######## stream_idle_scheduler_flat ########
File: src/rtl/stream_idle_scheduler_pkg.sv
// Shared types and constants for the stream idle scheduler.
// Optional frame counter feature: STREAM_SCHED_FRAME_CNT_EN.
package iso_sched_pkg;

  typedef enum logic [1:0] {
    IDLE,
    VBLANK,
    HBLANK,
    HACTIVE
  } sched_state_t;

  localparam logic [1:0] SEL_ACTIVE = 2'b10;
  localparam logic [1:0] SEL_BLANK  = 2'b01;
  localparam logic [1:0] SEL_IDLE   = 2'b00;

  localparam int MIN_H_BLANK = 4;

endpackage

File: src/rtl/stream_idle_scheduler_if.sv
// Config, status and mux-select bundle between link policy and scheduler.
// STREAM_SCHED_FRAME_CNT_EN adds sched_frame_cnt.
interface stream_idle_scheduler_if #(
  parameter int H_W = 16,
  parameter int V_W = 13
);

  logic           cfg_stream_en;
  logic [H_W-1:0] cfg_h_active;
  logic [H_W-1:0] cfg_h_blank;
  logic [V_W-1:0] cfg_v_active;
  logic [V_W-1:0] cfg_v_blank;
  logic           active_fifo_empty;

  logic [1:0]     sched_stream_idle_sel;
  logic           sched_blank_start;
  logic           sched_active_start;
  logic           sched_vblank_flag;
  logic           sched_frame_start;
  logic           sched_cfg_err;
  logic           sched_underflow_err;
`ifdef STREAM_SCHED_FRAME_CNT_EN
  logic [15:0]    sched_frame_cnt;
`endif

  // scheduler side
  modport master (
    input  cfg_stream_en,
    input  cfg_h_active,
    input  cfg_h_blank,
    input  cfg_v_active,
    input  cfg_v_blank,
    input  active_fifo_empty,
    output sched_stream_idle_sel,
    output sched_blank_start,
    output sched_active_start,
    output sched_vblank_flag,
    output sched_frame_start,
`ifdef STREAM_SCHED_FRAME_CNT_EN
    output sched_frame_cnt,
`endif
    output sched_cfg_err,
    output sched_underflow_err
  );

  // policy / mux side
  modport slave (
    output cfg_stream_en,
    output cfg_h_active,
    output cfg_h_blank,
    output cfg_v_active,
    output cfg_v_blank,
    output active_fifo_empty,
    input  sched_stream_idle_sel,
    input  sched_blank_start,
    input  sched_active_start,
    input  sched_vblank_flag,
    input  sched_frame_start,
`ifdef STREAM_SCHED_FRAME_CNT_EN
    input  sched_frame_cnt,
`endif
    input  sched_cfg_err,
    input  sched_underflow_err
  );

endinterface

File: src/rtl/stream_idle_scheduler_timing_cnt.sv
// Horizontal symbol and vertical line counters for the scheduler.
// Both wrap to 0 at their terminal count (len-1); no feature macros.
module iso_sched_timing_cnt #(
  parameter int H_W = 16,
  parameter int V_W = 13
) (
  input  logic           clk,
  input  logic           rst,
  input  logic           i_clr,
  input  logic           i_h_en,
  input  logic           i_v_en,
  input  logic [H_W-1:0] i_h_len,
  input  logic [V_W-1:0] i_v_len,
  output logic           o_h_tc,
  output logic           o_v_tc
);

  logic [H_W-1:0] r_h_cnt;
  logic [V_W-1:0] r_v_cnt;

  // compare to len-1 so an all-ones length never needs an extra bit
  assign o_h_tc = (r_h_cnt == i_h_len - H_W'(1));
  assign o_v_tc = (r_v_cnt == i_v_len - V_W'(1));

  // symbol counter within the current segment
  always_ff @(posedge clk) begin
    if (rst || i_clr) begin
      r_h_cnt <= '0;
    end else if (i_h_en) begin
      r_h_cnt <= o_h_tc ? '0 : r_h_cnt + H_W'(1);
    end
  end

  // line counter within the current region
  always_ff @(posedge clk) begin
    if (rst || i_clr) begin
      r_v_cnt <= '0;
    end else if (i_v_en) begin
      r_v_cnt <= o_v_tc ? '0 : r_v_cnt + V_W'(1);
    end
  end

endmodule

File: src/rtl/stream_idle_scheduler.sv
// Per-lane frame sequencer driving the stream idle mux select.
// STREAM_SCHED_FRAME_CNT_EN adds a 16-bit frame counter output.
module stream_idle_scheduler
  import iso_sched_pkg::*;
#(
  parameter int H_W = 16,
  parameter int V_W = 13
) (
  input logic                     clk,
  input logic                     rst,
  stream_idle_scheduler_if.master bus
);

  sched_state_t   r_state;
  logic           r_vb_ph;
  logic [H_W-1:0] r_sh_ha;
  logic [H_W-1:0] r_sh_hb;
  logic [V_W-1:0] r_sh_va;
  logic [V_W-1:0] r_sh_vb;

  logic [1:0]     r_sel;
  logic           r_bs;
  logic           r_as;
  logic           r_vf;
  logic           r_fs;
  logic           r_cfg_err;
  logic           r_unf;

  sched_state_t   w_nxt_state;
  logic           w_nxt_ph;
  logic [1:0]     w_nxt_sel;
  logic           w_latch;
  logic           w_frame;
  logic           w_bstart;
  logic           w_astart;
  logic           w_cfg_bad;
  logic           w_cfg_good;
  logic           w_h_en;
  logic           w_v_en;
  logic           w_h_tc;
  logic           w_v_tc;
  logic           w_clr;
  logic           w_cfg_ok;
  logic           w_en;
  logic [H_W-1:0] w_h_len;
  logic [V_W-1:0] w_v_len;

  assign w_en = bus.cfg_stream_en;

  assign w_cfg_ok =
    (bus.cfg_h_active != '0) &&
    (bus.cfg_h_blank >= H_W'(MIN_H_BLANK)) &&
    (bus.cfg_v_active != '0) &&
    (bus.cfg_v_blank != '0);

  assign w_clr = (r_state == IDLE);

  // a VBLANK line is counted as blank part then active part,
  // so its length never exceeds one H_W counter
  always_comb begin
    w_h_len = r_sh_hb;
    if (r_state == HACTIVE) w_h_len = r_sh_ha;
    if (r_state == VBLANK && r_vb_ph) w_h_len = r_sh_ha;
    w_v_len = (r_state == VBLANK) ? r_sh_vb : r_sh_va;
  end

  iso_sched_timing_cnt #(
    .H_W (H_W),
    .V_W (V_W)
  ) u_cnt (
    .clk     (clk),
    .rst     (rst),
    .i_clr   (w_clr),
    .i_h_en  (w_h_en),
    .i_v_en  (w_v_en),
    .i_h_len (w_h_len),
    .i_v_len (w_v_len),
    .o_h_tc  (w_h_tc),
    .o_v_tc  (w_v_tc)
  );

  // next-state decode; enable is honoured only at line boundaries
  always_comb begin
    w_nxt_state = r_state;
    w_nxt_ph    = r_vb_ph;
    w_latch     = 1'b0;
    w_frame     = 1'b0;
    w_bstart    = 1'b0;
    w_astart    = 1'b0;
    w_cfg_bad   = 1'b0;
    w_h_en      = 1'b0;
    w_v_en      = 1'b0;
    unique case (r_state)
      IDLE: begin
        if (w_en) begin
          w_latch = 1'b1;
          if (w_cfg_ok) begin
            w_nxt_state = VBLANK;
            w_frame     = 1'b1;
            w_bstart    = 1'b1;
          end else begin
            w_cfg_bad = 1'b1;
          end
        end
      end
      VBLANK: begin
        w_h_en = 1'b1;
        if (w_h_tc) begin
          if (!r_vb_ph) begin
            w_nxt_ph = 1'b1;
          end else begin
            w_nxt_ph = 1'b0;
            w_v_en   = 1'b1;
            if (!w_en) begin
              w_nxt_state = IDLE;
            end else begin
              w_bstart = 1'b1;
              if (w_v_tc) w_nxt_state = HBLANK;
            end
          end
        end
      end
      HBLANK: begin
        w_h_en = 1'b1;
        if (w_h_tc) begin
          w_nxt_state = HACTIVE;
          w_astart    = 1'b1;
        end
      end
      HACTIVE: begin
        w_h_en = 1'b1;
        if (w_h_tc) begin
          w_v_en = 1'b1;
          if (!w_en) begin
            w_nxt_state = IDLE;
          end else if (w_v_tc) begin
            w_latch = 1'b1;
            if (w_cfg_ok) begin
              w_nxt_state = VBLANK;
              w_frame     = 1'b1;
              w_bstart    = 1'b1;
            end else begin
              w_nxt_state = IDLE;
              w_cfg_bad   = 1'b1;
            end
          end else begin
            w_nxt_state = HBLANK;
            w_bstart    = 1'b1;
          end
        end
      end
    endcase
  end

  assign w_cfg_good = w_latch && w_cfg_ok;

  // mux select that goes with the next state
  always_comb begin
    w_nxt_sel = SEL_IDLE;
    unique case (w_nxt_state)
      IDLE:    w_nxt_sel = SEL_IDLE;
      VBLANK:  w_nxt_sel = SEL_BLANK;
      HBLANK:  w_nxt_sel = SEL_BLANK;
      HACTIVE: w_nxt_sel = SEL_ACTIVE;
    endcase
  end

  // state, shadow config and registered outputs
  always_ff @(posedge clk) begin
    if (rst) begin
      r_state   <= IDLE;
      r_vb_ph   <= 1'b0;
      r_sh_ha   <= '0;
      r_sh_hb   <= '0;
      r_sh_va   <= '0;
      r_sh_vb   <= '0;
      r_sel     <= SEL_IDLE;
      r_bs      <= 1'b0;
      r_as      <= 1'b0;
      r_vf      <= 1'b0;
      r_fs      <= 1'b0;
      r_cfg_err <= 1'b0;
      r_unf     <= 1'b0;
    end else begin
      r_state <= w_nxt_state;
      r_vb_ph <= w_nxt_ph;
      if (w_latch) begin
        r_sh_ha <= bus.cfg_h_active;
        r_sh_hb <= bus.cfg_h_blank;
        r_sh_va <= bus.cfg_v_active;
        r_sh_vb <= bus.cfg_v_blank;
      end
      r_sel <= w_nxt_sel;
      r_bs  <= w_bstart;
      r_as  <= w_astart;
      r_fs  <= w_frame;
      r_vf  <= (w_nxt_state == VBLANK);
      if (w_cfg_bad) begin
        r_cfg_err <= 1'b1;
      end else if (w_cfg_good) begin
        r_cfg_err <= 1'b0;
      end
      // never stall on an empty source; just flag it
      if (w_nxt_state == IDLE) begin
        r_unf <= 1'b0;
      end else if (r_sel == SEL_ACTIVE && bus.active_fifo_empty) begin
        r_unf <= 1'b1;
      end
    end
  end

  assign bus.sched_stream_idle_sel = r_sel;
  assign bus.sched_blank_start     = r_bs;
  assign bus.sched_active_start    = r_as;
  assign bus.sched_vblank_flag     = r_vf;
  assign bus.sched_frame_start     = r_fs;
  assign bus.sched_cfg_err         = r_cfg_err;
  assign bus.sched_underflow_err   = r_unf;

`ifdef STREAM_SCHED_FRAME_CNT_EN
  logic [15:0] r_frame_cnt;

  // counts frame starts; held while idle, wraps naturally
  always_ff @(posedge clk) begin
    if (rst) begin
      r_frame_cnt <= '0;
    end else if (w_frame) begin
      r_frame_cnt <= r_frame_cnt + 16'd1;
    end
  end

  assign bus.sched_frame_cnt = r_frame_cnt;
`endif

endmodule

File: src/flat_wrapper.sv
// flat-port wrapper written by rule: the top's interface ports become plain ports
module stream_idle_scheduler_flat import iso_sched_pkg::*;
#(
  parameter int H_W = 16,
  parameter int V_W = 13
)
  (clk, rst, bus_cfg_stream_en, bus_cfg_h_active, bus_cfg_h_blank, bus_cfg_v_active, bus_cfg_v_blank, bus_active_fifo_empty, bus_sched_stream_idle_sel, bus_sched_blank_start, bus_sched_active_start, bus_sched_vblank_flag, bus_sched_frame_start, bus_sched_cfg_err, bus_sched_underflow_err);
  stream_idle_scheduler_if #(.H_W(H_W), .V_W(V_W)) bus_i ();
  input logic clk;
  input logic rst;
  input wire logic [$bits(bus_i.cfg_stream_en)-1:0] bus_cfg_stream_en;
  input wire logic [$bits(bus_i.cfg_h_active)-1:0] bus_cfg_h_active;
  input wire logic [$bits(bus_i.cfg_h_blank)-1:0] bus_cfg_h_blank;
  input wire logic [$bits(bus_i.cfg_v_active)-1:0] bus_cfg_v_active;
  input wire logic [$bits(bus_i.cfg_v_blank)-1:0] bus_cfg_v_blank;
  input wire logic [$bits(bus_i.active_fifo_empty)-1:0] bus_active_fifo_empty;
  output wire logic [$bits(bus_i.sched_stream_idle_sel)-1:0] bus_sched_stream_idle_sel;
  output wire logic [$bits(bus_i.sched_blank_start)-1:0] bus_sched_blank_start;
  output wire logic [$bits(bus_i.sched_active_start)-1:0] bus_sched_active_start;
  output wire logic [$bits(bus_i.sched_vblank_flag)-1:0] bus_sched_vblank_flag;
  output wire logic [$bits(bus_i.sched_frame_start)-1:0] bus_sched_frame_start;
  output wire logic [$bits(bus_i.sched_cfg_err)-1:0] bus_sched_cfg_err;
  output wire logic [$bits(bus_i.sched_underflow_err)-1:0] bus_sched_underflow_err;
  assign bus_i.cfg_stream_en = bus_cfg_stream_en;
  assign bus_i.cfg_h_active = bus_cfg_h_active;
  assign bus_i.cfg_h_blank = bus_cfg_h_blank;
  assign bus_i.cfg_v_active = bus_cfg_v_active;
  assign bus_i.cfg_v_blank = bus_cfg_v_blank;
  assign bus_i.active_fifo_empty = bus_active_fifo_empty;
  assign bus_sched_stream_idle_sel = bus_i.sched_stream_idle_sel;
  assign bus_sched_blank_start = bus_i.sched_blank_start;
  assign bus_sched_active_start = bus_i.sched_active_start;
  assign bus_sched_vblank_flag = bus_i.sched_vblank_flag;
  assign bus_sched_frame_start = bus_i.sched_frame_start;
  assign bus_sched_cfg_err = bus_i.sched_cfg_err;
  assign bus_sched_underflow_err = bus_i.sched_underflow_err;
  stream_idle_scheduler #(.H_W(H_W), .V_W(V_W)) u_core (.clk(clk), .rst(rst), .bus(bus_i));
endmodule
File: config.mk
export PLATFORM = sky130hd
export DESIGN_NAME = stream_idle_scheduler_flat
export DESIGN_NICKNAME = d
export VERILOG_FILES = /design/src/rtl/stream_idle_scheduler_pkg.sv /design/src/rtl/stream_idle_scheduler_if.sv /design/src/rtl/stream_idle_scheduler_timing_cnt.sv /design/src/rtl/stream_idle_scheduler.sv /design/src/flat_wrapper.sv
export SDC_FILE = /design/constraint.sdc
export NUM_CORES = 1
export LEC_CHECK = 0
export ABC_AREA = 1
export CAP_MARGIN = 10
export CORE_ASPECT_RATIO = 1.5
export CORE_MARGIN = 3
export CORE_UTILIZATION = 40
export DETAILED_ROUTE_END_ITERATION = 10
export GPL_ROUTABILITY_DRIVEN = 0
export SLEW_MARGIN = 20
export SYNTH_ARGS = -nofsm -noshare
export SYNTH_HDL_FRONTEND = slang
export SYNTH_SLANG_ARGS = --single-unit
export TNS_END_PERCENT = 5
File: constraint.sdc
create_clock -name clk -period 10.2 [get_ports clk]
set_input_delay 1.02 -clock clk [delete_from_list [all_inputs] [get_ports clk]]
set_output_delay 1.02 -clock clk [all_outputs]
set_load 0.02 [all_outputs]
######## motor_timer ########
File: src/rtl/motor_timer.sv
`default_nettype none
// +------------------------------------------------------------------+
// | motor_timer: BCD countdown that drives one motor for a set time.  |
// | Rev 1.0                                                           |
// +------------------------------------------------------------------+
module motor_timer #(
  parameter int TICK_DIV = 100
) (
  input  logic       sysclk,
  input  logic       rst,
  input  logic [3:0] TValue0,
  input  logic [3:0] TValue1,
  input  logic [3:0] TValue2,
  input  logic [5:0] Motor,
  output logic [5:0] MotorOut,
  output logic [3:0] Remain0,
  output logic [3:0] Remain1,
  output logic [3:0] Remain2,
  output logic       Busy,
  output logic       Done,
  output logic       Err
);

  localparam int PRE_W = (TICK_DIV > 2) ? $clog2(TICK_DIV) : 1;
  localparam logic [PRE_W-1:0] PRE_RELOAD = PRE_W'(TICK_DIV - 1);

  typedef enum logic [1:0] {
    S_IDLE = 2'd0,
    S_RUN  = 2'd1,
    S_DONE = 2'd2
  } state_t;

  state_t           state_q, state_d;
  logic [5:0]       motor_prev_q;
  logic [5:0]       motor_out_q, motor_out_d;
  logic [11:0]      remain_q, remain_d;
  logic [PRE_W-1:0] pre_q, pre_d;
  logic             err_q, err_d;

  logic [11:0] w_tvalue;
  logic        w_new_cmd;
  logic        w_cmd_ok;
  logic        w_accept;
  logic        w_reject;
  logic        w_load;

  // Three-digit BCD decrement; the caller guarantees a nonzero operand.
  function automatic logic [11:0] bcd_dec(input logic [11:0] v);
    logic [3:0] d0, d1, d2;
    d0 = v[3:0];
    d1 = v[7:4];
    d2 = v[11:8];
    if (d0 != 4'd0) begin
      d0 = d0 - 4'd1;
    end else begin
      d0 = 4'd9;
      if (d1 != 4'd0) begin
        d1 = d1 - 4'd1;
      end else begin
        d1 = 4'd9;
        d2 = d2 - 4'd1;
      end
    end
    return {d2, d1, d0};
  endfunction

  assign w_tvalue  = {TValue2, TValue1, TValue0};
  assign w_new_cmd = (Motor != motor_prev_q) && (Motor != 6'd0);
  assign w_cmd_ok  = ((Motor & 6'(Motor - 6'd1)) == 6'd0)
                   && (TValue0 <= 4'd9) && (TValue1 <= 4'd9) && (TValue2 <= 4'd9);
  assign w_accept  = w_new_cmd && w_cmd_ok;
  assign w_reject  = w_new_cmd && !w_cmd_ok;

  always_comb begin
    state_d     = state_q;
    motor_out_d = motor_out_q;
    remain_d    = remain_q;
    pre_d       = pre_q;
    err_d       = err_q;
    w_load      = 1'b0;

    case (state_q)
      S_IDLE, S_DONE: begin
        if (state_q == S_DONE) state_d = S_IDLE;
        if (w_reject)      err_d  = 1'b1;
        else if (w_accept) w_load = 1'b1;
      end
      S_RUN: begin
        if (Motor == 6'd0) begin
          // Selection withdrawn: abort silently, no completion pulse.
          state_d     = S_IDLE;
          motor_out_d = 6'd0;
          remain_d    = 12'd0;
        end else if (w_accept) begin
          w_load = 1'b1;
        end else begin
          if (w_reject) err_d = 1'b1;
          if (pre_q != '0) begin
            pre_d = pre_q - 1'b1;
          end else begin
            pre_d = PRE_RELOAD;
            if (remain_q == 12'h001) begin
              remain_d    = 12'd0;
              motor_out_d = 6'd0;
              state_d     = S_DONE;
            end else if (remain_q != 12'd0) begin
              remain_d = bcd_dec(remain_q);
            end
          end
        end
      end
      default: state_d = S_IDLE;
    endcase

    if (w_load) begin
      err_d    = 1'b0;
      remain_d = w_tvalue;
      pre_d    = PRE_RELOAD;
      if (w_tvalue == 12'd0) begin
        state_d     = S_DONE;
        motor_out_d = 6'd0;
      end else begin
        state_d     = S_RUN;
        motor_out_d = Motor;
      end
    end
  end

  always_ff @(posedge sysclk or negedge rst) begin
    if (!rst) begin
      state_q      <= S_IDLE;
      motor_prev_q <= 6'd0;
      motor_out_q  <= 6'd0;
      remain_q     <= 12'd0;
      pre_q        <= '0;
      err_q        <= 1'b0;
    end else begin
      state_q      <= state_d;
      motor_prev_q <= Motor;
      motor_out_q  <= motor_out_d;
      remain_q     <= remain_d;
      pre_q        <= pre_d;
      err_q        <= err_d;
    end
  end

  assign MotorOut = motor_out_q;
  assign Remain0  = remain_q[3:0];
  assign Remain1  = remain_q[7:4];
  assign Remain2  = remain_q[11:8];
  assign Busy     = (state_q == S_RUN);
  assign Done     = (state_q == S_DONE);
  assign Err      = err_q;

endmodule
`default_nettype wire

File: config.mk
export PLATFORM = sky130hd
export DESIGN_NAME = motor_timer
export DESIGN_NICKNAME = d
export VERILOG_FILES = /design/src/rtl/motor_timer.sv
export SDC_FILE = /design/constraint.sdc
export NUM_CORES = 1
export LEC_CHECK = 0
export CAP_MARGIN = 20
export CELL_PAD_IN_SITES_DETAIL_PLACEMENT = 1
export CELL_PAD_IN_SITES_GLOBAL_PLACEMENT = 1
export CORE_MARGIN = 4
export CORE_UTILIZATION = 35
export DETAILED_ROUTE_END_ITERATION = 8
export PLACE_DENSITY_LB_ADDON = 0.1
export SETUP_SLACK_MARGIN = 0.2
export SYNTH_ARGS = -nofsm -noshare
export SYNTH_HDL_FRONTEND = slang
export SYNTH_SLANG_ARGS = --single-unit
File: constraint.sdc
create_clock -name sysclk -period 2.17 [get_ports sysclk]
set_clock_uncertainty 0.15 [all_clocks]
set_input_delay 0.5425 -clock sysclk [delete_from_list [all_inputs] [get_ports sysclk]]
set_output_delay 0.5425 -clock sysclk [all_outputs]
set_load 0.1 [all_outputs]
######## melody_sequencer_flat ########
[config.mk]
export PLATFORM = sky130hd
export DESIGN_NAME = melody_sequencer_flat
export DESIGN_NICKNAME = d
export VERILOG_FILES = /design/src/rtl/melody_sequencer_if.sv /design/src/rtl/melody_sequencer.sv /design/src/flat_wrapper.sv
export SDC_FILE = /design/constraint.sdc
export NUM_CORES = 1
export LEC_CHECK = 0
export ABC_AREA = 1
export CAP_MARGIN = 20
export CORE_MARGIN = 5
export CORE_UTILIZATION = 25
export DETAILED_ROUTE_END_ITERATION = 8
export PLACE_DENSITY_LB_ADDON = 0.12
export SLEW_MARGIN = 0
export SYNTH_ARGS = -nofsm -noshare
export SYNTH_HDL_FRONTEND = slang
export SYNTH_SLANG_ARGS = --single-unit
[constraint.sdc]
create_clock -name clk -period 5.4 [get_ports clk]
set_clock_uncertainty 0.2 [all_clocks]
set_input_delay 0.54 -clock clk [delete_from_list [all_inputs] [get_ports clk]]
set_output_delay 0.54 -clock clk [all_outputs]
set_load 0.01 [all_outputs]
[src/rtl/melody_sequencer_if.sv]
// Note-ROM bus between melody_sequencer (master) and the ROM it owns (slave).
// The ROM read is combinational: rom_data follows rom_addr in the same cycle.
interface melody_sequencer_if;
  logic [5:0] rom_addr;
  logic [9:0] rom_data;

  modport master (output rom_addr, input  rom_data);
  modport slave  (input  rom_addr, output rom_data);
endinterface

[src/rtl/melody_sequencer.sv]
// Song player for the buzzer: steps the note ROM, times notes in beats with a silent
// gap after each one, and lets manual key presses override song output.
module melody_sequencer #(
  parameter int unsigned BEAT_TICKS = 12_500_000,
  parameter int unsigned GAP_TICKS  = 1_000_000
) (
  input  logic              clk,
  input  logic              rst_n,
  input  logic              start,
  input  logic              stop,
  input  logic              pause,
  input  logic              song_sel,
  input  logic              manual_on,
  input  logic [4:0]        manual_key,
  melody_sequencer_if.master rom,
  output logic              key_on,
  output logic [4:0]        key,
  output logic              busy,
  output logic              done
);

  localparam longint unsigned MAX_NOTE_TICKS = 64'(BEAT_TICKS) * 64'd8;

  if (MAX_NOTE_TICKS > 64'hFFFF_FFFF || GAP_TICKS == 0 || BEAT_TICKS <= GAP_TICKS) begin : g_param_check
    $error("melody_sequencer: BEAT_TICKS/GAP_TICKS out of range");
  end

  typedef enum logic [2:0] {
    S_IDLE, S_FETCH, S_PLAY, S_GAP, S_PAUSED, S_DONE
  } state_e;

  state_e      state_q, state_d;
  state_e      ret_q, ret_d;
  logic [31:0] cnt_q, cnt_d;
  logic        rest_q, rest_d;
  logic [4:0]  note_key_q, note_key_d;
  logic [5:0]  rom_addr_q, rom_addr_d;
  logic        key_on_q, key_on_d;
  logic [4:0]  key_q, key_d;
  logic        busy_q, busy_d;
  logic        done_q, done_d;
  logic [31:0] note_ticks;

  assign note_ticks = (32'(rom.rom_data[7:5]) + 32'd1) * BEAT_TICKS - GAP_TICKS;

  always_ff @(posedge clk or negedge rst_n) begin
    if (!rst_n) begin
      state_q    <= S_IDLE;
      ret_q      <= S_IDLE;
      cnt_q      <= '0;
      rest_q     <= 1'b0;
      note_key_q <= '0;
      rom_addr_q <= '0;
      key_on_q   <= 1'b0;
      key_q      <= '0;
      busy_q     <= 1'b0;
      done_q     <= 1'b0;
    end else begin
      state_q    <= state_d;
      ret_q      <= ret_d;
      cnt_q      <= cnt_d;
      rest_q     <= rest_d;
      note_key_q <= note_key_d;
      rom_addr_q <= rom_addr_d;
      key_on_q   <= key_on_d;
      key_q      <= key_d;
      busy_q     <= busy_d;
      done_q     <= done_d;
    end
  end

  always_comb begin
    state_d    = state_q;
    ret_d      = ret_q;
    cnt_d      = cnt_q;
    rest_d     = rest_q;
    note_key_d = note_key_q;
    rom_addr_d = rom_addr_q;
    if (stop && state_q != S_IDLE) begin
      state_d = S_IDLE;
    end else begin
      case (state_q)
        S_IDLE: begin
          if (start && !stop) begin
            rom_addr_d = {song_sel, 5'd0};
            state_d    = S_FETCH;
          end
        end
        S_FETCH: begin
          if (rom.rom_data[9]) begin
            state_d = S_DONE;
          end else begin
            rest_d     = rom.rom_data[8];
            note_key_d = rom.rom_data[4:0];
            cnt_d      = note_ticks;
            state_d    = S_PLAY;
          end
        end
        S_PLAY, S_GAP: begin
          // Pausing leaves the count untouched, so the paused cycle is replayed on resume.
          if (pause) begin
            ret_d   = state_q;
            state_d = S_PAUSED;
          end else if (cnt_q > 32'd1) begin
            cnt_d = cnt_q - 32'd1;
          end else if (state_q == S_PLAY) begin
            cnt_d   = GAP_TICKS;
            state_d = S_GAP;
          end else if (rom_addr_q[4:0] == 5'd31) begin
            state_d = S_DONE;
          end else begin
            rom_addr_d = rom_addr_q + 6'd1;
            state_d    = S_FETCH;
          end
        end
        S_PAUSED: begin
          if (!pause) state_d = ret_q;
        end
        S_DONE:  state_d = S_IDLE;
        default: state_d = S_IDLE;
      endcase
    end
  end

  // Outputs are registered from the next state so every input shows up one cycle later.
  always_comb begin
    busy_d   = (state_d != S_IDLE);
    done_d   = (state_d == S_DONE);
    key_on_d = 1'b0;
    key_d    = (state_d == S_IDLE) ? '0 : note_key_d;
    if (manual_on) begin
      key_on_d = 1'b1;
      key_d    = manual_key;
    end else if (state_d == S_PLAY) begin
      key_on_d = ~rest_d;
    end
  end

  assign rom.rom_addr = rom_addr_q;
  assign key_on       = key_on_q;
  assign key          = key_q;
  assign busy         = busy_q;
  assign done         = done_q;

endmodule
[src/flat_wrapper.sv]
// flat-port wrapper written by rule: the top's interface ports become plain ports
module melody_sequencer_flat 
#(
  parameter int unsigned BEAT_TICKS = 12_500_000,
  parameter int unsigned GAP_TICKS  = 1_000_000
)
  (clk, rst_n, start, stop, pause, song_sel, manual_on, manual_key, key_on, key, busy, done, rom_rom_addr, rom_rom_data);
  melody_sequencer_if rom_i ();
  input  logic clk;
  input  logic rst_n;
  input  logic start;
  input  logic stop;
  input  logic pause;
  input  logic song_sel;
  input  logic manual_on;
  input  logic [4:0] manual_key;
  output logic key_on;
  output logic [4:0] key;
  output logic busy;
  output logic done;
  output wire logic [$bits(rom_i.rom_addr)-1:0] rom_rom_addr;
  input wire logic [$bits(rom_i.rom_data)-1:0] rom_rom_data;
  assign rom_rom_addr = rom_i.rom_addr;
  assign rom_i.rom_data = rom_rom_data;
  melody_sequencer #(.BEAT_TICKS(BEAT_TICKS), .GAP_TICKS(GAP_TICKS)) u_core (.clk(clk), .rst_n(rst_n), .start(start), .stop(stop), .pause(pause), .song_sel(song_sel), .manual_on(manual_on), .manual_key(manual_key), .rom(rom_i), .key_on(key_on), .key(key), .busy(busy), .done(done));
endmodule
######## fifo_burst_reader ########
<file path="config.mk">
export PLATFORM = sky130hd
export DESIGN_NAME = fifo_burst_reader
export DESIGN_NICKNAME = d
export VERILOG_FILES = /design/src/rtl/npu_pkg.sv /design/src/rtl/skid_buffer2.sv /design/src/rtl/fifo_burst_reader.sv
export SDC_FILE = /design/constraint.sdc
export NUM_CORES = 1
export LEC_CHECK = 0
export ABC_AREA = 0
export CORE_MARGIN = 2
export CORE_UTILIZATION = 50
export DETAILED_ROUTE_END_ITERATION = 10
export DONT_BUFFER_PORTS = 1
export GPL_TIMING_DRIVEN = 0
export PLACE_DENSITY_LB_ADDON = 0.25
export SLEW_MARGIN = 10
export SYNTH_ARGS = -nofsm -noshare
export SYNTH_HDL_FRONTEND = slang
export SYNTH_HIERARCHICAL = 1
export SYNTH_SLANG_ARGS = --single-unit
</file>
<file path="constraint.sdc">
create_clock -name clk -period 5.4 [get_ports clk]
set_clock_uncertainty 0.1 [all_clocks]
set_input_delay 1.62 -clock clk [delete_from_list [all_inputs] [get_ports clk]]
set_output_delay 1.62 -clock clk [all_outputs]
set_load 0.02 [all_outputs]
</file>
<file path="src/rtl/npu_pkg.sv">
// Shared NPU definitions: FSM state encoding, default widths and read-path helpers.
package npu_pkg;

    localparam int unsigned DEFAULT_DATA_WIDTH = 8;
    localparam int unsigned DEFAULT_LEN_W      = 8;

    typedef enum logic [1:0] {
        ST_IDLE = 2'd0,
        ST_RUN  = 2'd1,
        ST_DONE = 2'd2
    } state_t;

    // True when one more word can be requested without overflowing a 2-entry buffer,
    // counting the word already on its way and the word leaving this cycle.
    function automatic logic buf_has_room(input logic [1:0] cnt, input logic inflight,
                                          input logic pop);
        logic [2:0] occ;
        occ = {1'b0, cnt} + {2'b00, inflight} - {2'b00, pop};
        return occ < 3'd2;
    endfunction

endpackage

</file>
<file path="src/rtl/skid_buffer2.sv">
// Two-entry valid/ready buffer. Head entry drives the stream; a simultaneous write and
// pop keeps the count unchanged.
module skid_buffer2 #(
    parameter int unsigned DATA_WIDTH = 8
) (
    input  logic                  clk,
    input  logic                  rst_n,
    input  logic                  i_wr_en,
    input  logic [DATA_WIDTH-1:0] i_wr_data,
    input  logic                  i_pop,
    output logic                  o_valid,
    output logic [DATA_WIDTH-1:0] o_data,
    output logic [1:0]            o_cnt
);

    logic [DATA_WIDTH-1:0] r_head;
    logic [DATA_WIDTH-1:0] r_tail;
    logic [1:0]            r_cnt;
    logic                  w_pop;
    logic                  w_wr;

    // A pop of an empty buffer or a write into a full, non-draining one is dropped.
    assign w_pop = i_pop & (r_cnt != 2'd0);
    assign w_wr  = i_wr_en & ((r_cnt != 2'd2) | w_pop);

    // Storage and occupancy update; the tail slides into the head on a pop.
    always_ff @(posedge clk or negedge rst_n) begin
        if (!rst_n) begin
            r_head <= '0;
            r_tail <= '0;
            r_cnt  <= 2'd0;
        end else begin
            unique case (r_cnt)
                2'd0: begin
                    if (w_wr) begin
                        r_head <= i_wr_data;
                        r_cnt  <= 2'd1;
                    end
                end
                2'd1: begin
                    if (w_wr && w_pop) begin
                        r_head <= i_wr_data;
                    end else if (w_wr) begin
                        r_tail <= i_wr_data;
                        r_cnt  <= 2'd2;
                    end else if (w_pop) begin
                        r_cnt  <= 2'd0;
                    end
                end
                2'd2: begin
                    if (w_pop) begin
                        r_head <= r_tail;
                        if (w_wr) begin
                            r_tail <= i_wr_data;
                        end else begin
                            r_cnt <= 2'd1;
                        end
                    end
                end
                default: begin
                    r_cnt <= 2'd0;
                end
            endcase
        end
    end

    assign o_valid = (r_cnt != 2'd0);
    assign o_data  = r_head;
    assign o_cnt   = r_cnt;

endmodule

</file>
<file path="src/rtl/fifo_burst_reader.sv">
// Burst read controller: drains burst_len words from a FIFO with 1-cycle read latency and
// presents them as a valid/ready stream with last-word marking.
module fifo_burst_reader
    import npu_pkg::*;
#(
    parameter int unsigned DATA_WIDTH = DEFAULT_DATA_WIDTH,
    parameter int unsigned LEN_W      = DEFAULT_LEN_W
) (
    input  logic                  clk,
    input  logic                  rst_n,
    input  logic                  enable,
    input  logic                  start,
    input  logic [LEN_W-1:0]      burst_len,
    input  logic                  fifo_empty,
    input  logic [DATA_WIDTH-1:0] fifo_data,
    output logic                  fifo_rd_en,
    output logic                  m_valid,
    output logic [DATA_WIDTH-1:0] m_data,
    output logic                  m_last,
    input  logic                  m_ready,
    output logic                  busy,
    output logic                  done
);

    state_t           r_state;
    logic [LEN_W-1:0] r_len;
    logic [LEN_W-1:0] r_issued;
    logic [LEN_W-1:0] r_delivered;
    logic             r_inflight;
    logic             r_busy;
    logic             r_done;

    logic [1:0]       w_buf_cnt;
    logic             w_buf_valid;
    logic             w_pop;
    logic             w_rd_en;
    logic             w_is_last;

    // Under enable=0 the head is still shown but never consumed.
    assign w_pop     = w_buf_valid & m_ready & enable;
    assign w_is_last = (r_delivered == (r_len - LEN_W'(1)));

    // Read strobe: never on an empty FIFO, never past len, never beyond buffer space.
    assign w_rd_en = (r_state == ST_RUN) & enable & ~fifo_empty & (r_issued < r_len)
                   & buf_has_room(w_buf_cnt, r_inflight, w_pop);

    // Tracks the word returning from the FIFO next cycle; captured even under enable=0.
    always_ff @(posedge clk or negedge rst_n) begin
        if (!rst_n) begin
            r_inflight <= 1'b0;
        end else begin
            r_inflight <= w_rd_en;
        end
    end

    skid_buffer2 #(
        .DATA_WIDTH (DATA_WIDTH)
    ) u_buf (
        .clk       (clk),
        .rst_n     (rst_n),
        .i_wr_en   (r_inflight),
        .i_wr_data (fifo_data),
        .i_pop     (w_pop),
        .o_valid   (w_buf_valid),
        .o_data    (m_data),
        .o_cnt     (w_buf_cnt)
    );

    // Burst FSM with counters and registered busy/done.
    always_ff @(posedge clk or negedge rst_n) begin
        if (!rst_n) begin
            r_state     <= ST_IDLE;
            r_len       <= '0;
            r_issued    <= '0;
            r_delivered <= '0;
            r_busy      <= 1'b0;
            r_done      <= 1'b0;
        end else begin
            unique case (r_state)
                ST_IDLE: begin
                    if (start && enable) begin
                        r_len       <= burst_len;
                        r_issued    <= '0;
                        r_delivered <= '0;
                        if (burst_len == '0) begin
                            r_state <= ST_DONE;
                            r_done  <= 1'b1;
                        end else begin
                            r_state <= ST_RUN;
                            r_busy  <= 1'b1;
                        end
                    end
                end
                ST_RUN: begin
                    if (w_rd_en) begin
                        r_issued <= r_issued + LEN_W'(1);
                    end
                    if (w_pop) begin
                        r_delivered <= r_delivered + LEN_W'(1);
                        if (w_is_last) begin
                            r_state <= ST_DONE;
                            r_busy  <= 1'b0;
                            r_done  <= 1'b1;
                        end
                    end
                end
                ST_DONE: begin
                    if (enable) begin
                        r_state <= ST_IDLE;
                        r_done  <= 1'b0;
                    end
                end
                default: begin
                    r_state <= ST_IDLE;
                    r_busy  <= 1'b0;
                    r_done  <= 1'b0;
                end
            endcase
        end
    end

    assign fifo_rd_en = w_rd_en;
    assign m_valid    = w_buf_valid;
    assign m_last     = w_buf_valid & w_is_last;
    assign busy       = r_busy;
    assign done       = r_done;

endmodule

</file>
melody_sequencer_flat, sequential cells grouped by signal name:
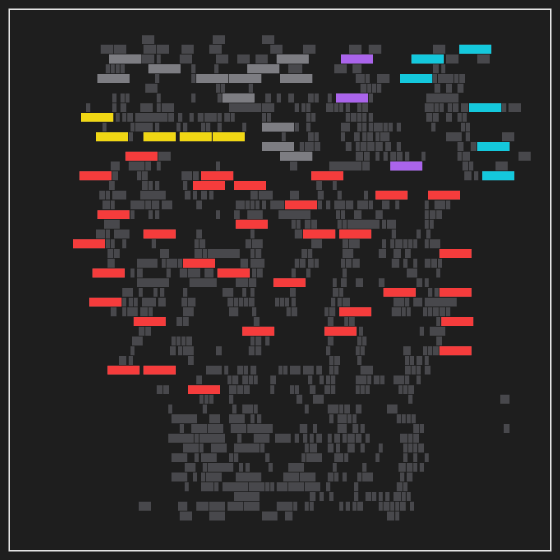
- `u_core.rom.rom_addr`: cyan (placed flops 6; where north-east)
- `u_core.note_key_q`: yellow (placed flops 5; where north-west)
- `u_core.ret_q`: purple (placed flops 3)
- `u_core.cnt_q`: red (placed flops 32)
Core Util, Final: 0.299
P_seq: 771 uW
Flop area: 1450 um2
fraction of area in registers: 0.248

==> run summary, melody_sequencer_flat <==
Max-slew violation count: 0
Synth top cell by count: nand2_1
Post-CTS Repair Setup Buffers: 0
Synthesis area per yosys: 4980 um2
Hold Buf Count CTS: 0
Largest net degree at the start of global routing: 59
Final Hold Slack: 0.182 ns
DP Cell Count: 988
Top cells by count, synth: nand2_1, inv_1, nor2_1
Registers: 58
Switching power: 1.20 mW
GRT Total Usage: 0.129
Area after DPL: 5560 um2
Most flop-heavy register: u_core.cnt_q
Status: completed
Initial antenna violation count: 0
Yosys xor share: 0.0458
Port-buffer cells: 35
# fillers: 2179
Metal3 WL: 391 um
Clkbuf count: 10
Sequential power share: 0.293
CP Capture Type: register
Critical path type: input port to register
Synthesized netlist cell count: 700
Reg2reg start: u_core.cnt_q[0]
RSZ-0062 raised after global routing: false
Critical path buffers and inverters: 3
Leading cell kind: multi-input combinational cells
Commonest flop: dfrtp_1
AO/OA Area Share: 0.124
Clk pwr share: 0.207
Clk latency late pin: 0.34 ns
Number of setup violations in the final report: 0
CTS tree: built
Arr. time, crit path: 4.86 ns
Pre-Place Util: 0.255
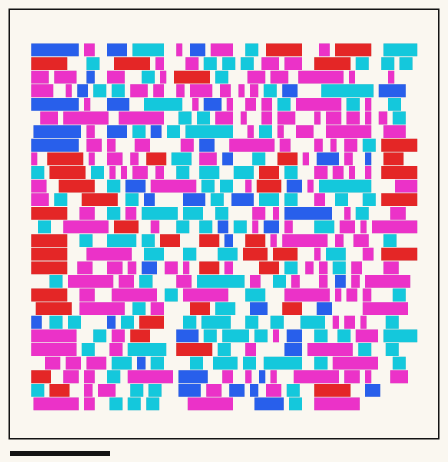
motor_timer: sizing map
The bar under the picture is 20 um long.
- drive 2: blue (cells 44; share 12%)
- drive 6 and up: red (cells 41; share 11%; most used buf_12)
- drive 1 or less: magenta (cells 163; share 45%; most used dfrtp_1)
- drive 3 to 4: cyan (cells 114; share 31%; most used buf_4)

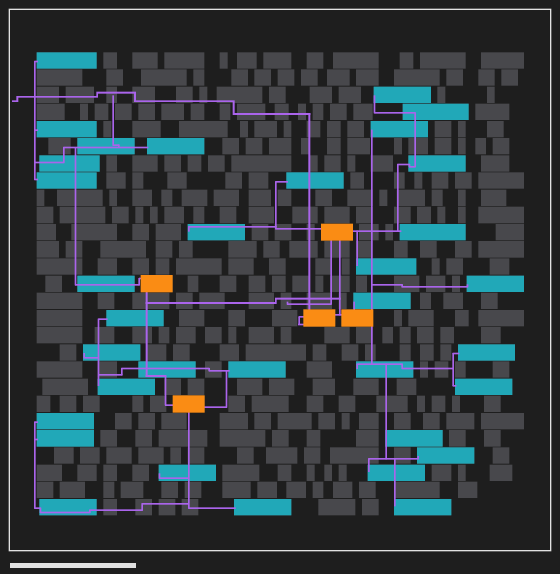
motor_timer: routed clock nets over the placement
The bar under the picture is 20 um long.
- cells driving clock nets: orange (count 5)
- flip-flops: cyan (count 34)
- clock wires: purple (length 580 um)
- flops lie: all over the die
Power Clock: 469 uW
clk latency late pin: 0.29 ns
Clk pwr share: 0.101

==> run summary, motor_timer <==
Most used cell, CP: buf_4
Simple-Gate Area Share: 0.207
Depth of the worst hold-timing path: 1
Hold Path End: motor_prev_q[0]
Number of setup violations in the final report: 28
Worst Slack Setup Final: -0.355 ns
Post-CTS Repair Setup Buffers: 4
Most common logic cell in the routed design: buf_4
Leading cell kind: multi-input combinational cells
Vias: 2542
MUX share of area: 0.0446
Arr. time, crit path: 2.54 ns
Well-Tap Cells: 72
Count of cell types in the netlist: 51
DR pass1 iterations: 4
Vias in the first global route: 2544
Failing checks: negative setup slack
Actual slew at the worst max-slew pin: 0.476 ns
Top comb family, area: AND-OR/OR-AND gates
DRT met1 WL: 4480 um
Longest Clk Path Bufs: 2
Root Driver: clkbuf_8
Pre-Place Util: 0.370
Fraction of area in registers: 0.221
Commonest flop: dfrtp_1
Status: complete, but fails checks
FMAX: 396 MHz
Non-CTS buffers: 138
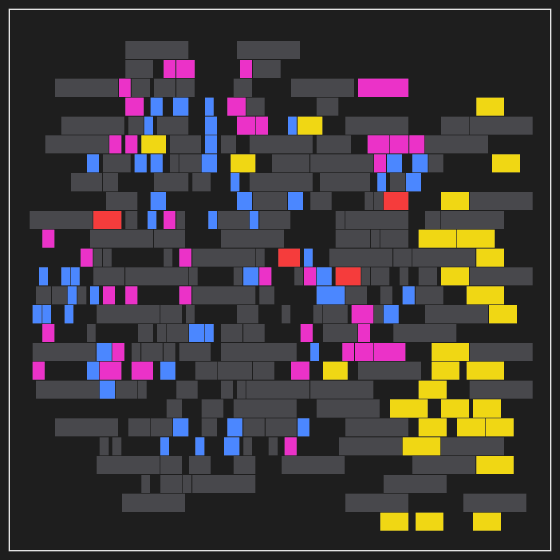
fifo_burst_reader: gate families picked out
- inverting AOI/OAI gates: magenta (cells 37; most used a21oi_1)
- multiplexers: yellow (cells 28; most used mux2_1)
- NAND gates: blue (cells 49; most used nand2_1)
- AND-OR and OR-AND gates: red (cells 4)

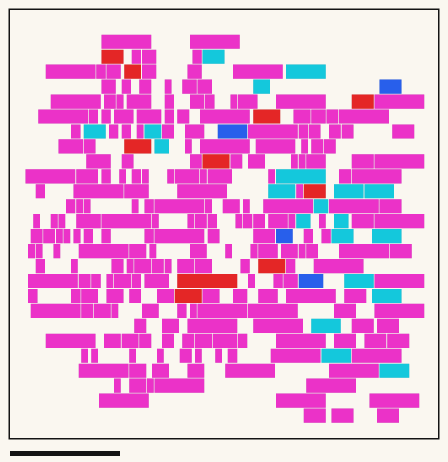
fifo_burst_reader: sizing map
The bar under the picture is 20 um long.
- drive 1 or less: magenta (cells 236; share 87%; most used dfrtp_1)
- drive 2: blue (cells 4; share 1.5%)
- drive 6 and up: red (cells 10; share 3.7%; most used clkbuf_8)
- drive 3 to 4: cyan (cells 20; share 7.4%; most used mux2_4)
Worst Slack Setup Final: 0.146 ns
final instance area: 2980 um2
Area Growth Syn to Fin: 9.31%
Non-CTS buffers: 10

==> run summary, fifo_burst_reader <==
Status: completed
Count of cell types in the netlist: 47
Depth of the worst hold-timing path: 1
Family with the most delay on the worst path: simple AND/OR/NAND/NOR gates
Non-clock buffer share: 0.0252
Rows: 26
R2R cell count: 11
Total Wirelength: 5530 um
Proportion of layout cells with a drive suffix above 1: 0.126
Longest Clk Path Bufs: 2
Total die size: 6060 um2
Drt drc: 0
Flops after synth: 47
Clk pwr share: 0.178
Arr. time, crit path: 3.53 ns
Core Util, Final: 0.576
Die Ht: 77.9 um
Nets: 303
Antenna viol nets, final: 0
PwrDens: 504 nW/um2
Yosys top cell by area: dfrtp_1
DP Cell Count: 331
Initial antenna violation count: 0
Final hold violation count: 0
# Cells Yosys: 261
Maximum vdd drop: 0.000285 V
Flop area: 1180 um2
Critical path buffers and inverters: 0
Most common logic cell in the routed design: dfrtp_1
Actual slew at the worst max-slew pin: 0.740 ns
Worst Path Max Fanout: 5
Number of setup violations in the final report: 0
Root Driver: clkbuf_8
Post_cts resized: 2
Log Warnings: 26
Worst slack, placed: -0.210 ns
CTS tree: built
Met2 GRT Util: 0.322
Switching power: 586 uW
P_seq: 652 uW
Mapped Avg Cell Area: 10.5 um2
CP max stage delay: 0.44 ns
Top area cell types: dfrtp_1, mux2_1, ha_1
Combinational power share: 0.389
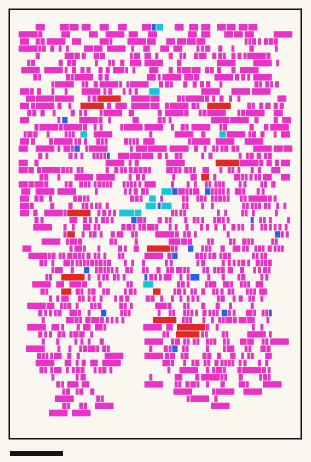
stream_idle_scheduler_flat: sizing map
The bar under the picture is 20 um long.
- drive 1 or less: magenta (cells 1092; share 96%; most used nand2_1)
- drive 3 to 4: cyan (cells 11; share 0.97%)
- drive 6 and up: red (cells 14; share 1.2%; most used clkbuf_16)
- drive 2: blue (cells 19; share 1.7%)
Area Growth Syn to Fin: 16.1%
final instance area: 7620 um2
Worst Slack Setup Final: 5.25 ns
Non-CTS buffers: 72

==> run summary, stream_idle_scheduler_flat <==
CTS tree: built
Min-delay src: u_core.bus.sched_underflow_err
Yosys xor share: 0.0400
First-pass GRT wire length: 31300 um
Combinational share of cell area: 0.516
FMAX: 202 MHz
Vias in the first global route: 6636
CP Capture Type: register
Setup TNS: 0 ns
I/O Pins: 70
DRT met1 WL: 7340 um
Top Registers: u_core.r_sh_ha: 16 flops, u_core.r_sh_hb: 16 flops, u_core.u_cnt.r_h_cnt: 16 flops
Most common logic cell in the routed design: nand2_1
Reg-to-reg slack, setup: 5.25 ns
Status: completed
Top cells by count, synth: nand2_1, nand3_1, inv_1
Critical path cell sequence: ha_1, inv_6, nand2_4, nand3b_1, nand2_1, ha_1, nand3_1, nor2_2, nand2_1, nand2_1, nand2_1, nand2_1, nand3_1, nor2_1, nand2_1, nor2_4, nand2_2, o21ai_4, buf_4, nand2_4, nand2_1, a21oi_1
MUX share of area: 0

######## load_store_unit ########
load_store_unit, sequential cells grouped by signal name:
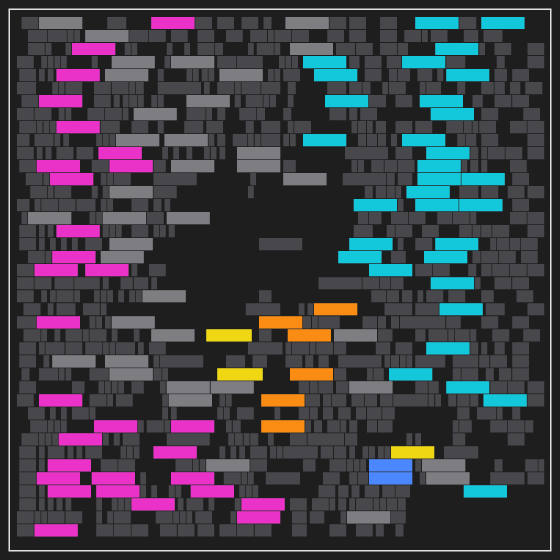
<file path="config.mk">
export PLATFORM = sky130hd
export DESIGN_NAME = load_store_unit
export DESIGN_NICKNAME = d
export VERILOG_FILES = /design/src/rtl/lsu_pkg.sv /design/src/rtl/lsu_align.sv /design/src/rtl/load_store_unit.sv
export SDC_FILE = /design/constraint.sdc
export NUM_CORES = 1
export LEC_CHECK = 0
export CAP_MARGIN = 20
export CORE_UTILIZATION = 44
export DETAILED_ROUTE_END_ITERATION = 8
export PLACE_DENSITY_LB_ADDON = 0.3
export REMOVE_ABC_BUFFERS = 1
export SETUP_SLACK_MARGIN = 0.1
export SLEW_MARGIN = 40
export SYNTH_ARGS = -nofsm -noshare
export SYNTH_HDL_FRONTEND = slang
export SYNTH_SLANG_ARGS = --single-unit
</file>
<file path="constraint.sdc">
create_clock -name clk -period 2.33 [get_ports clk]
set_clock_uncertainty 0.2 [all_clocks]
set_input_delay 0.466 -clock clk [delete_from_list [all_inputs] [get_ports clk]]
set_output_delay 0.466 -clock clk [all_outputs]
set_load 0.02 [all_outputs]
</file>
<file path="src/rtl/lsu_pkg.sv">
// Shared definitions for the load/store unit: width codes, FSM encoding,
// error codes and request-decode helpers.
package lsu_pkg;

    localparam logic [2:0] F3_B  = 3'b000;
    localparam logic [2:0] F3_H  = 3'b001;
    localparam logic [2:0] F3_W  = 3'b010;
    localparam logic [2:0] F3_BU = 3'b100;
    localparam logic [2:0] F3_HU = 3'b101;

    typedef enum logic [1:0] {
        ST_IDLE = 2'd0,
        ST_REQ  = 2'd1,
        ST_RESP = 2'd2
    } lsu_state_e;

    localparam logic [1:0] ERR_NONE     = 2'd0;
    localparam logic [1:0] ERR_MISALIGN = 2'd1;
    localparam logic [1:0] ERR_ILLEGAL  = 2'd2;
    localparam logic [1:0] ERR_BUS      = 2'd3;

    // Stores only exist in signed-looking widths; the unsigned codes are load-only.
    function automatic logic f3_illegal(input logic [2:0] f3, input logic is_st);
        return (f3 == 3'b011) || (f3 == 3'b110) || (f3 == 3'b111) || (is_st && f3[2]);
    endfunction

    function automatic logic f3_misaligned(input logic [2:0] f3, input logic [1:0] lo);
        return ((f3[1:0] == 2'b01) && lo[0]) || ((f3[1:0] == 2'b10) && (lo != 2'b00));
    endfunction

endpackage

</file>
<file path="src/rtl/lsu_align.sv">
// Byte-lane steering: store strobes and replicated write data, plus load
// extraction with sign/zero extension. Purely combinational.
module lsu_align
    import lsu_pkg::*;
(
    input  logic [2:0]  funct3_i,
    input  logic [1:0]  addr_lo_i,
    input  logic [31:0] store_data_i,
    input  logic [31:0] rdata_i,
    output logic [3:0]  wstrb_o,
    output logic [31:0] wdata_o,
    output logic [31:0] load_ext_o
);

    function automatic logic [31:0] sext8(input logic [7:0] b);
        logic signed [31:0] w;
        w = signed'({b, 24'd0}) >>> 24;
        return w;
    endfunction

    function automatic logic [31:0] sext16(input logic [15:0] h);
        logic signed [31:0] w;
        w = signed'({h, 16'd0}) >>> 16;
        return w;
    endfunction

    logic [31:0] shifted;

    always_comb begin
        shifted = rdata_i >> {addr_lo_i, 3'b000};

        case (funct3_i[1:0])
            2'b00: begin
                wstrb_o = 4'b0001 << addr_lo_i;
                wdata_o = {4{store_data_i[7:0]}};
            end
            2'b01: begin
                wstrb_o = 4'b0011 << addr_lo_i;
                wdata_o = {2{store_data_i[15:0]}};
            end
            default: begin
                wstrb_o = 4'b1111;
                wdata_o = store_data_i;
            end
        endcase

        case (funct3_i)
            F3_B:    load_ext_o = sext8(shifted[7:0]);
            F3_H:    load_ext_o = sext16(shifted[15:0]);
            F3_BU:   load_ext_o = {24'd0, shifted[7:0]};
            F3_HU:   load_ext_o = {16'd0, shifted[15:0]};
            default: load_ext_o = shifted;
        endcase
    end

endmodule

</file>
<file path="src/rtl/load_store_unit.sv">
// Memory-access stage: one RISC-V load or store per request over a req/ack
// data bus, with misalignment, illegal-encoding and bus-timeout detection.
module load_store_unit
    import lsu_pkg::*;
#(
    parameter int TIMEOUT_CYCLES = 16,
    parameter int ADDR_W         = 32
) (
    input  logic              clk,
    input  logic              resetn,
    input  logic              start,
    input  logic              is_store,
    input  logic [2:0]        funct3,
    input  logic [ADDR_W-1:0] addr,
    input  logic [31:0]       store_data,
    output logic              busy,
    output logic              done,
    output logic [31:0]       load_data,
    output logic              err_misalign,
    output logic              err_illegal,
    output logic              err_bus,
    output logic              mem_req,
    output logic              mem_we,
    output logic [ADDR_W-1:0] mem_addr,
    output logic [31:0]       mem_wdata,
    output logic [3:0]        mem_wstrb,
    input  logic              mem_ack,
    input  logic [31:0]       mem_rdata
);

    localparam int CNT_W = $clog2(TIMEOUT_CYCLES + 1) + 1;
    localparam logic [CNT_W-1:0] CNT_LAST =
        CNT_W'((TIMEOUT_CYCLES > 0) ? TIMEOUT_CYCLES - 1 : 0);

    lsu_state_e         state_q, state_d;
    logic [1:0]         err_q, err_d;
    logic [CNT_W-1:0]   cnt_q, cnt_d;
    logic [31:0]        load_q, load_d;
    logic               st_q;
    logic [2:0]         f3_q;
    logic [1:0]         alo_q;
    logic [ADDR_W-3:0]  ahi_q;
    logic [31:0]        sdata_q;

    logic [3:0]         strb;
    logic [31:0]        wdata;
    logic [31:0]        load_ext;
    logic               accept;

    assign accept = (state_q == ST_IDLE) && start;

    lsu_align u_align (
        .funct3_i     (f3_q),
        .addr_lo_i    (alo_q),
        .store_data_i (sdata_q),
        .rdata_i      (mem_rdata),
        .wstrb_o      (strb),
        .wdata_o      (wdata),
        .load_ext_o   (load_ext)
    );

    always_comb begin
        state_d = state_q;
        err_d   = err_q;
        cnt_d   = cnt_q;
        load_d  = load_q;
        case (state_q)
            ST_IDLE: begin
                if (start) begin
                    cnt_d = '0;
                    if (f3_illegal(funct3, is_store)) begin
                        err_d   = ERR_ILLEGAL;
                        state_d = ST_RESP;
                    end else if (f3_misaligned(funct3, addr[1:0])) begin
                        err_d   = ERR_MISALIGN;
                        state_d = ST_RESP;
                    end else begin
                        err_d   = ERR_NONE;
                        state_d = ST_REQ;
                    end
                end
            end
            ST_REQ: begin
                // An ack in the expiring cycle still wins over the timeout.
                if (mem_ack) begin
                    state_d = ST_RESP;
                    if (!st_q) load_d = load_ext;
                end else if ((TIMEOUT_CYCLES != 0) && (cnt_q == CNT_LAST)) begin
                    err_d   = ERR_BUS;
                    state_d = ST_RESP;
                end else if (TIMEOUT_CYCLES != 0) begin
                    cnt_d = cnt_q + 1'b1;
                end
            end
            ST_RESP: state_d = ST_IDLE;
            default: state_d = ST_IDLE;
        endcase
    end

    always_ff @(posedge clk or negedge resetn) begin
        if (!resetn) begin
            state_q <= ST_IDLE;
            err_q   <= ERR_NONE;
            cnt_q   <= '0;
            load_q  <= '0;
        end else begin
            state_q <= state_d;
            err_q   <= err_d;
            cnt_q   <= cnt_d;
            load_q  <= load_d;
        end
    end

    always_ff @(posedge clk or negedge resetn) begin
        if (!resetn) begin
            st_q    <= 1'b0;
            f3_q    <= '0;
            alo_q   <= '0;
            ahi_q   <= '0;
            sdata_q <= '0;
        end else if (accept) begin
            st_q    <= is_store;
            f3_q    <= funct3;
            alo_q   <= addr[1:0];
            ahi_q   <= addr[ADDR_W-1:2];
            sdata_q <= store_data;
        end
    end

    assign busy         = (state_q == ST_REQ);
    assign done         = (state_q == ST_RESP);
    assign mem_req      = (state_q == ST_REQ);
    assign mem_we       = (state_q == ST_REQ) && st_q;
    assign mem_wstrb    = ((state_q == ST_REQ) && st_q) ? strb : 4'b0000;
    assign mem_wdata    = wdata;
    assign mem_addr     = {ahi_q, 2'b00};
    assign load_data    = load_q;
    assign err_misalign = done && (err_q == ERR_MISALIGN);
    assign err_illegal  = done && (err_q == ERR_ILLEGAL);
    assign err_bus      = done && (err_q == ERR_BUS);

endmodule

</file>
==> run summary <==
Status: completed
Yosys top cell by area: dfrtp_1
Commonest flop: dfrtp_1
DR pass1 iterations: 6
Max-area cell share: 0.509
Final hold violation count: 0
Synth warn: 0
MUX share of area: 0.104
Met2 GRT Util: 0.404
Area after DPL: 7640 um2
Hpwl dp: 10500 um
Drt drc: 0
Top cells by count, synth: nand2_1, dfrtp_1, nor2_1
Worst Slack Setup Final: 0.123 ns
Combinational Power: 4.39 mW
Clock-pin transition on the worst setup and hold timing paths: 0.07 ns
About 'sequential cells grouped by signal name' of load_store_unit:
- `load_data`: cyan (placed flops 32)
- `f3_q`: yellow (placed flops 3)
- `err_q`: blue (placed flops 2)
- `ahi_q`: magenta (placed flops 30)
- `cnt_q`: orange (placed flops 6)
- not colored: 37
Core Util, Final: 0.661
P_seq: 3.06 mW
fraction of area in registers: 0.347
Flop area: 2760 um2



==> notes/layouts.md <==
Pictures saved along the way, in no particular order.

Clock routing.
panel A
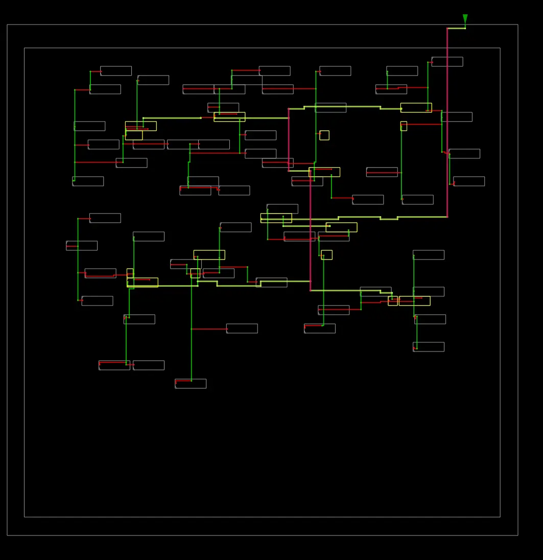
panel B
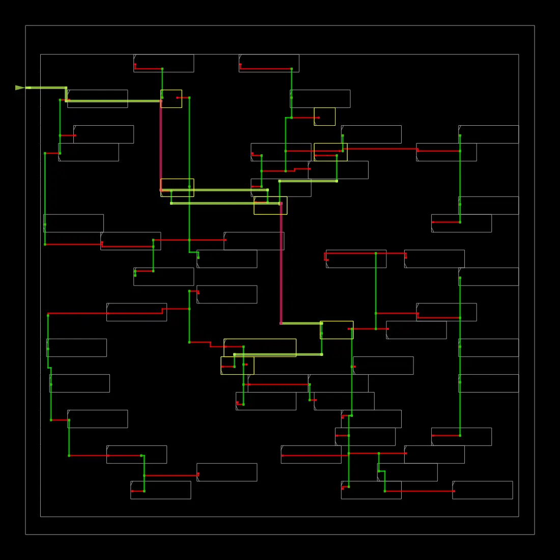
panel C
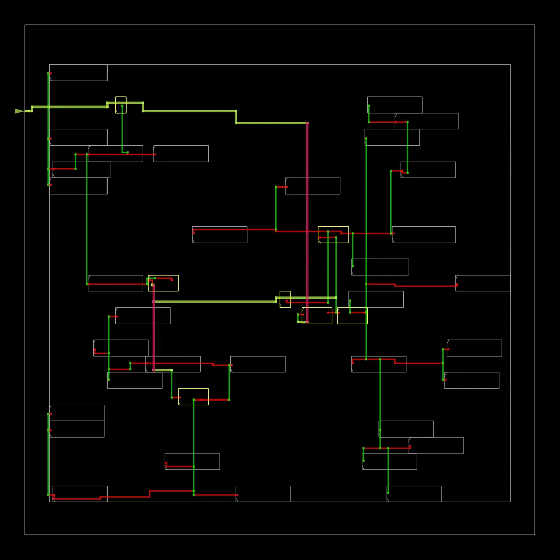
panel D
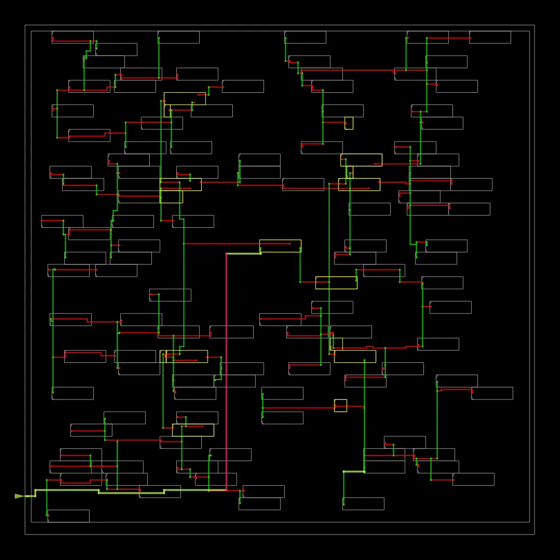
Panel C comes from motor_timer.
Panel A comes from melody_sequencer_flat.
Panel B comes from fifo_burst_reader.
Panel D comes from load_store_unit.
- most sequential cells: panel D

Power figures rest on the tool's default switching activity, not on a simulated workload.
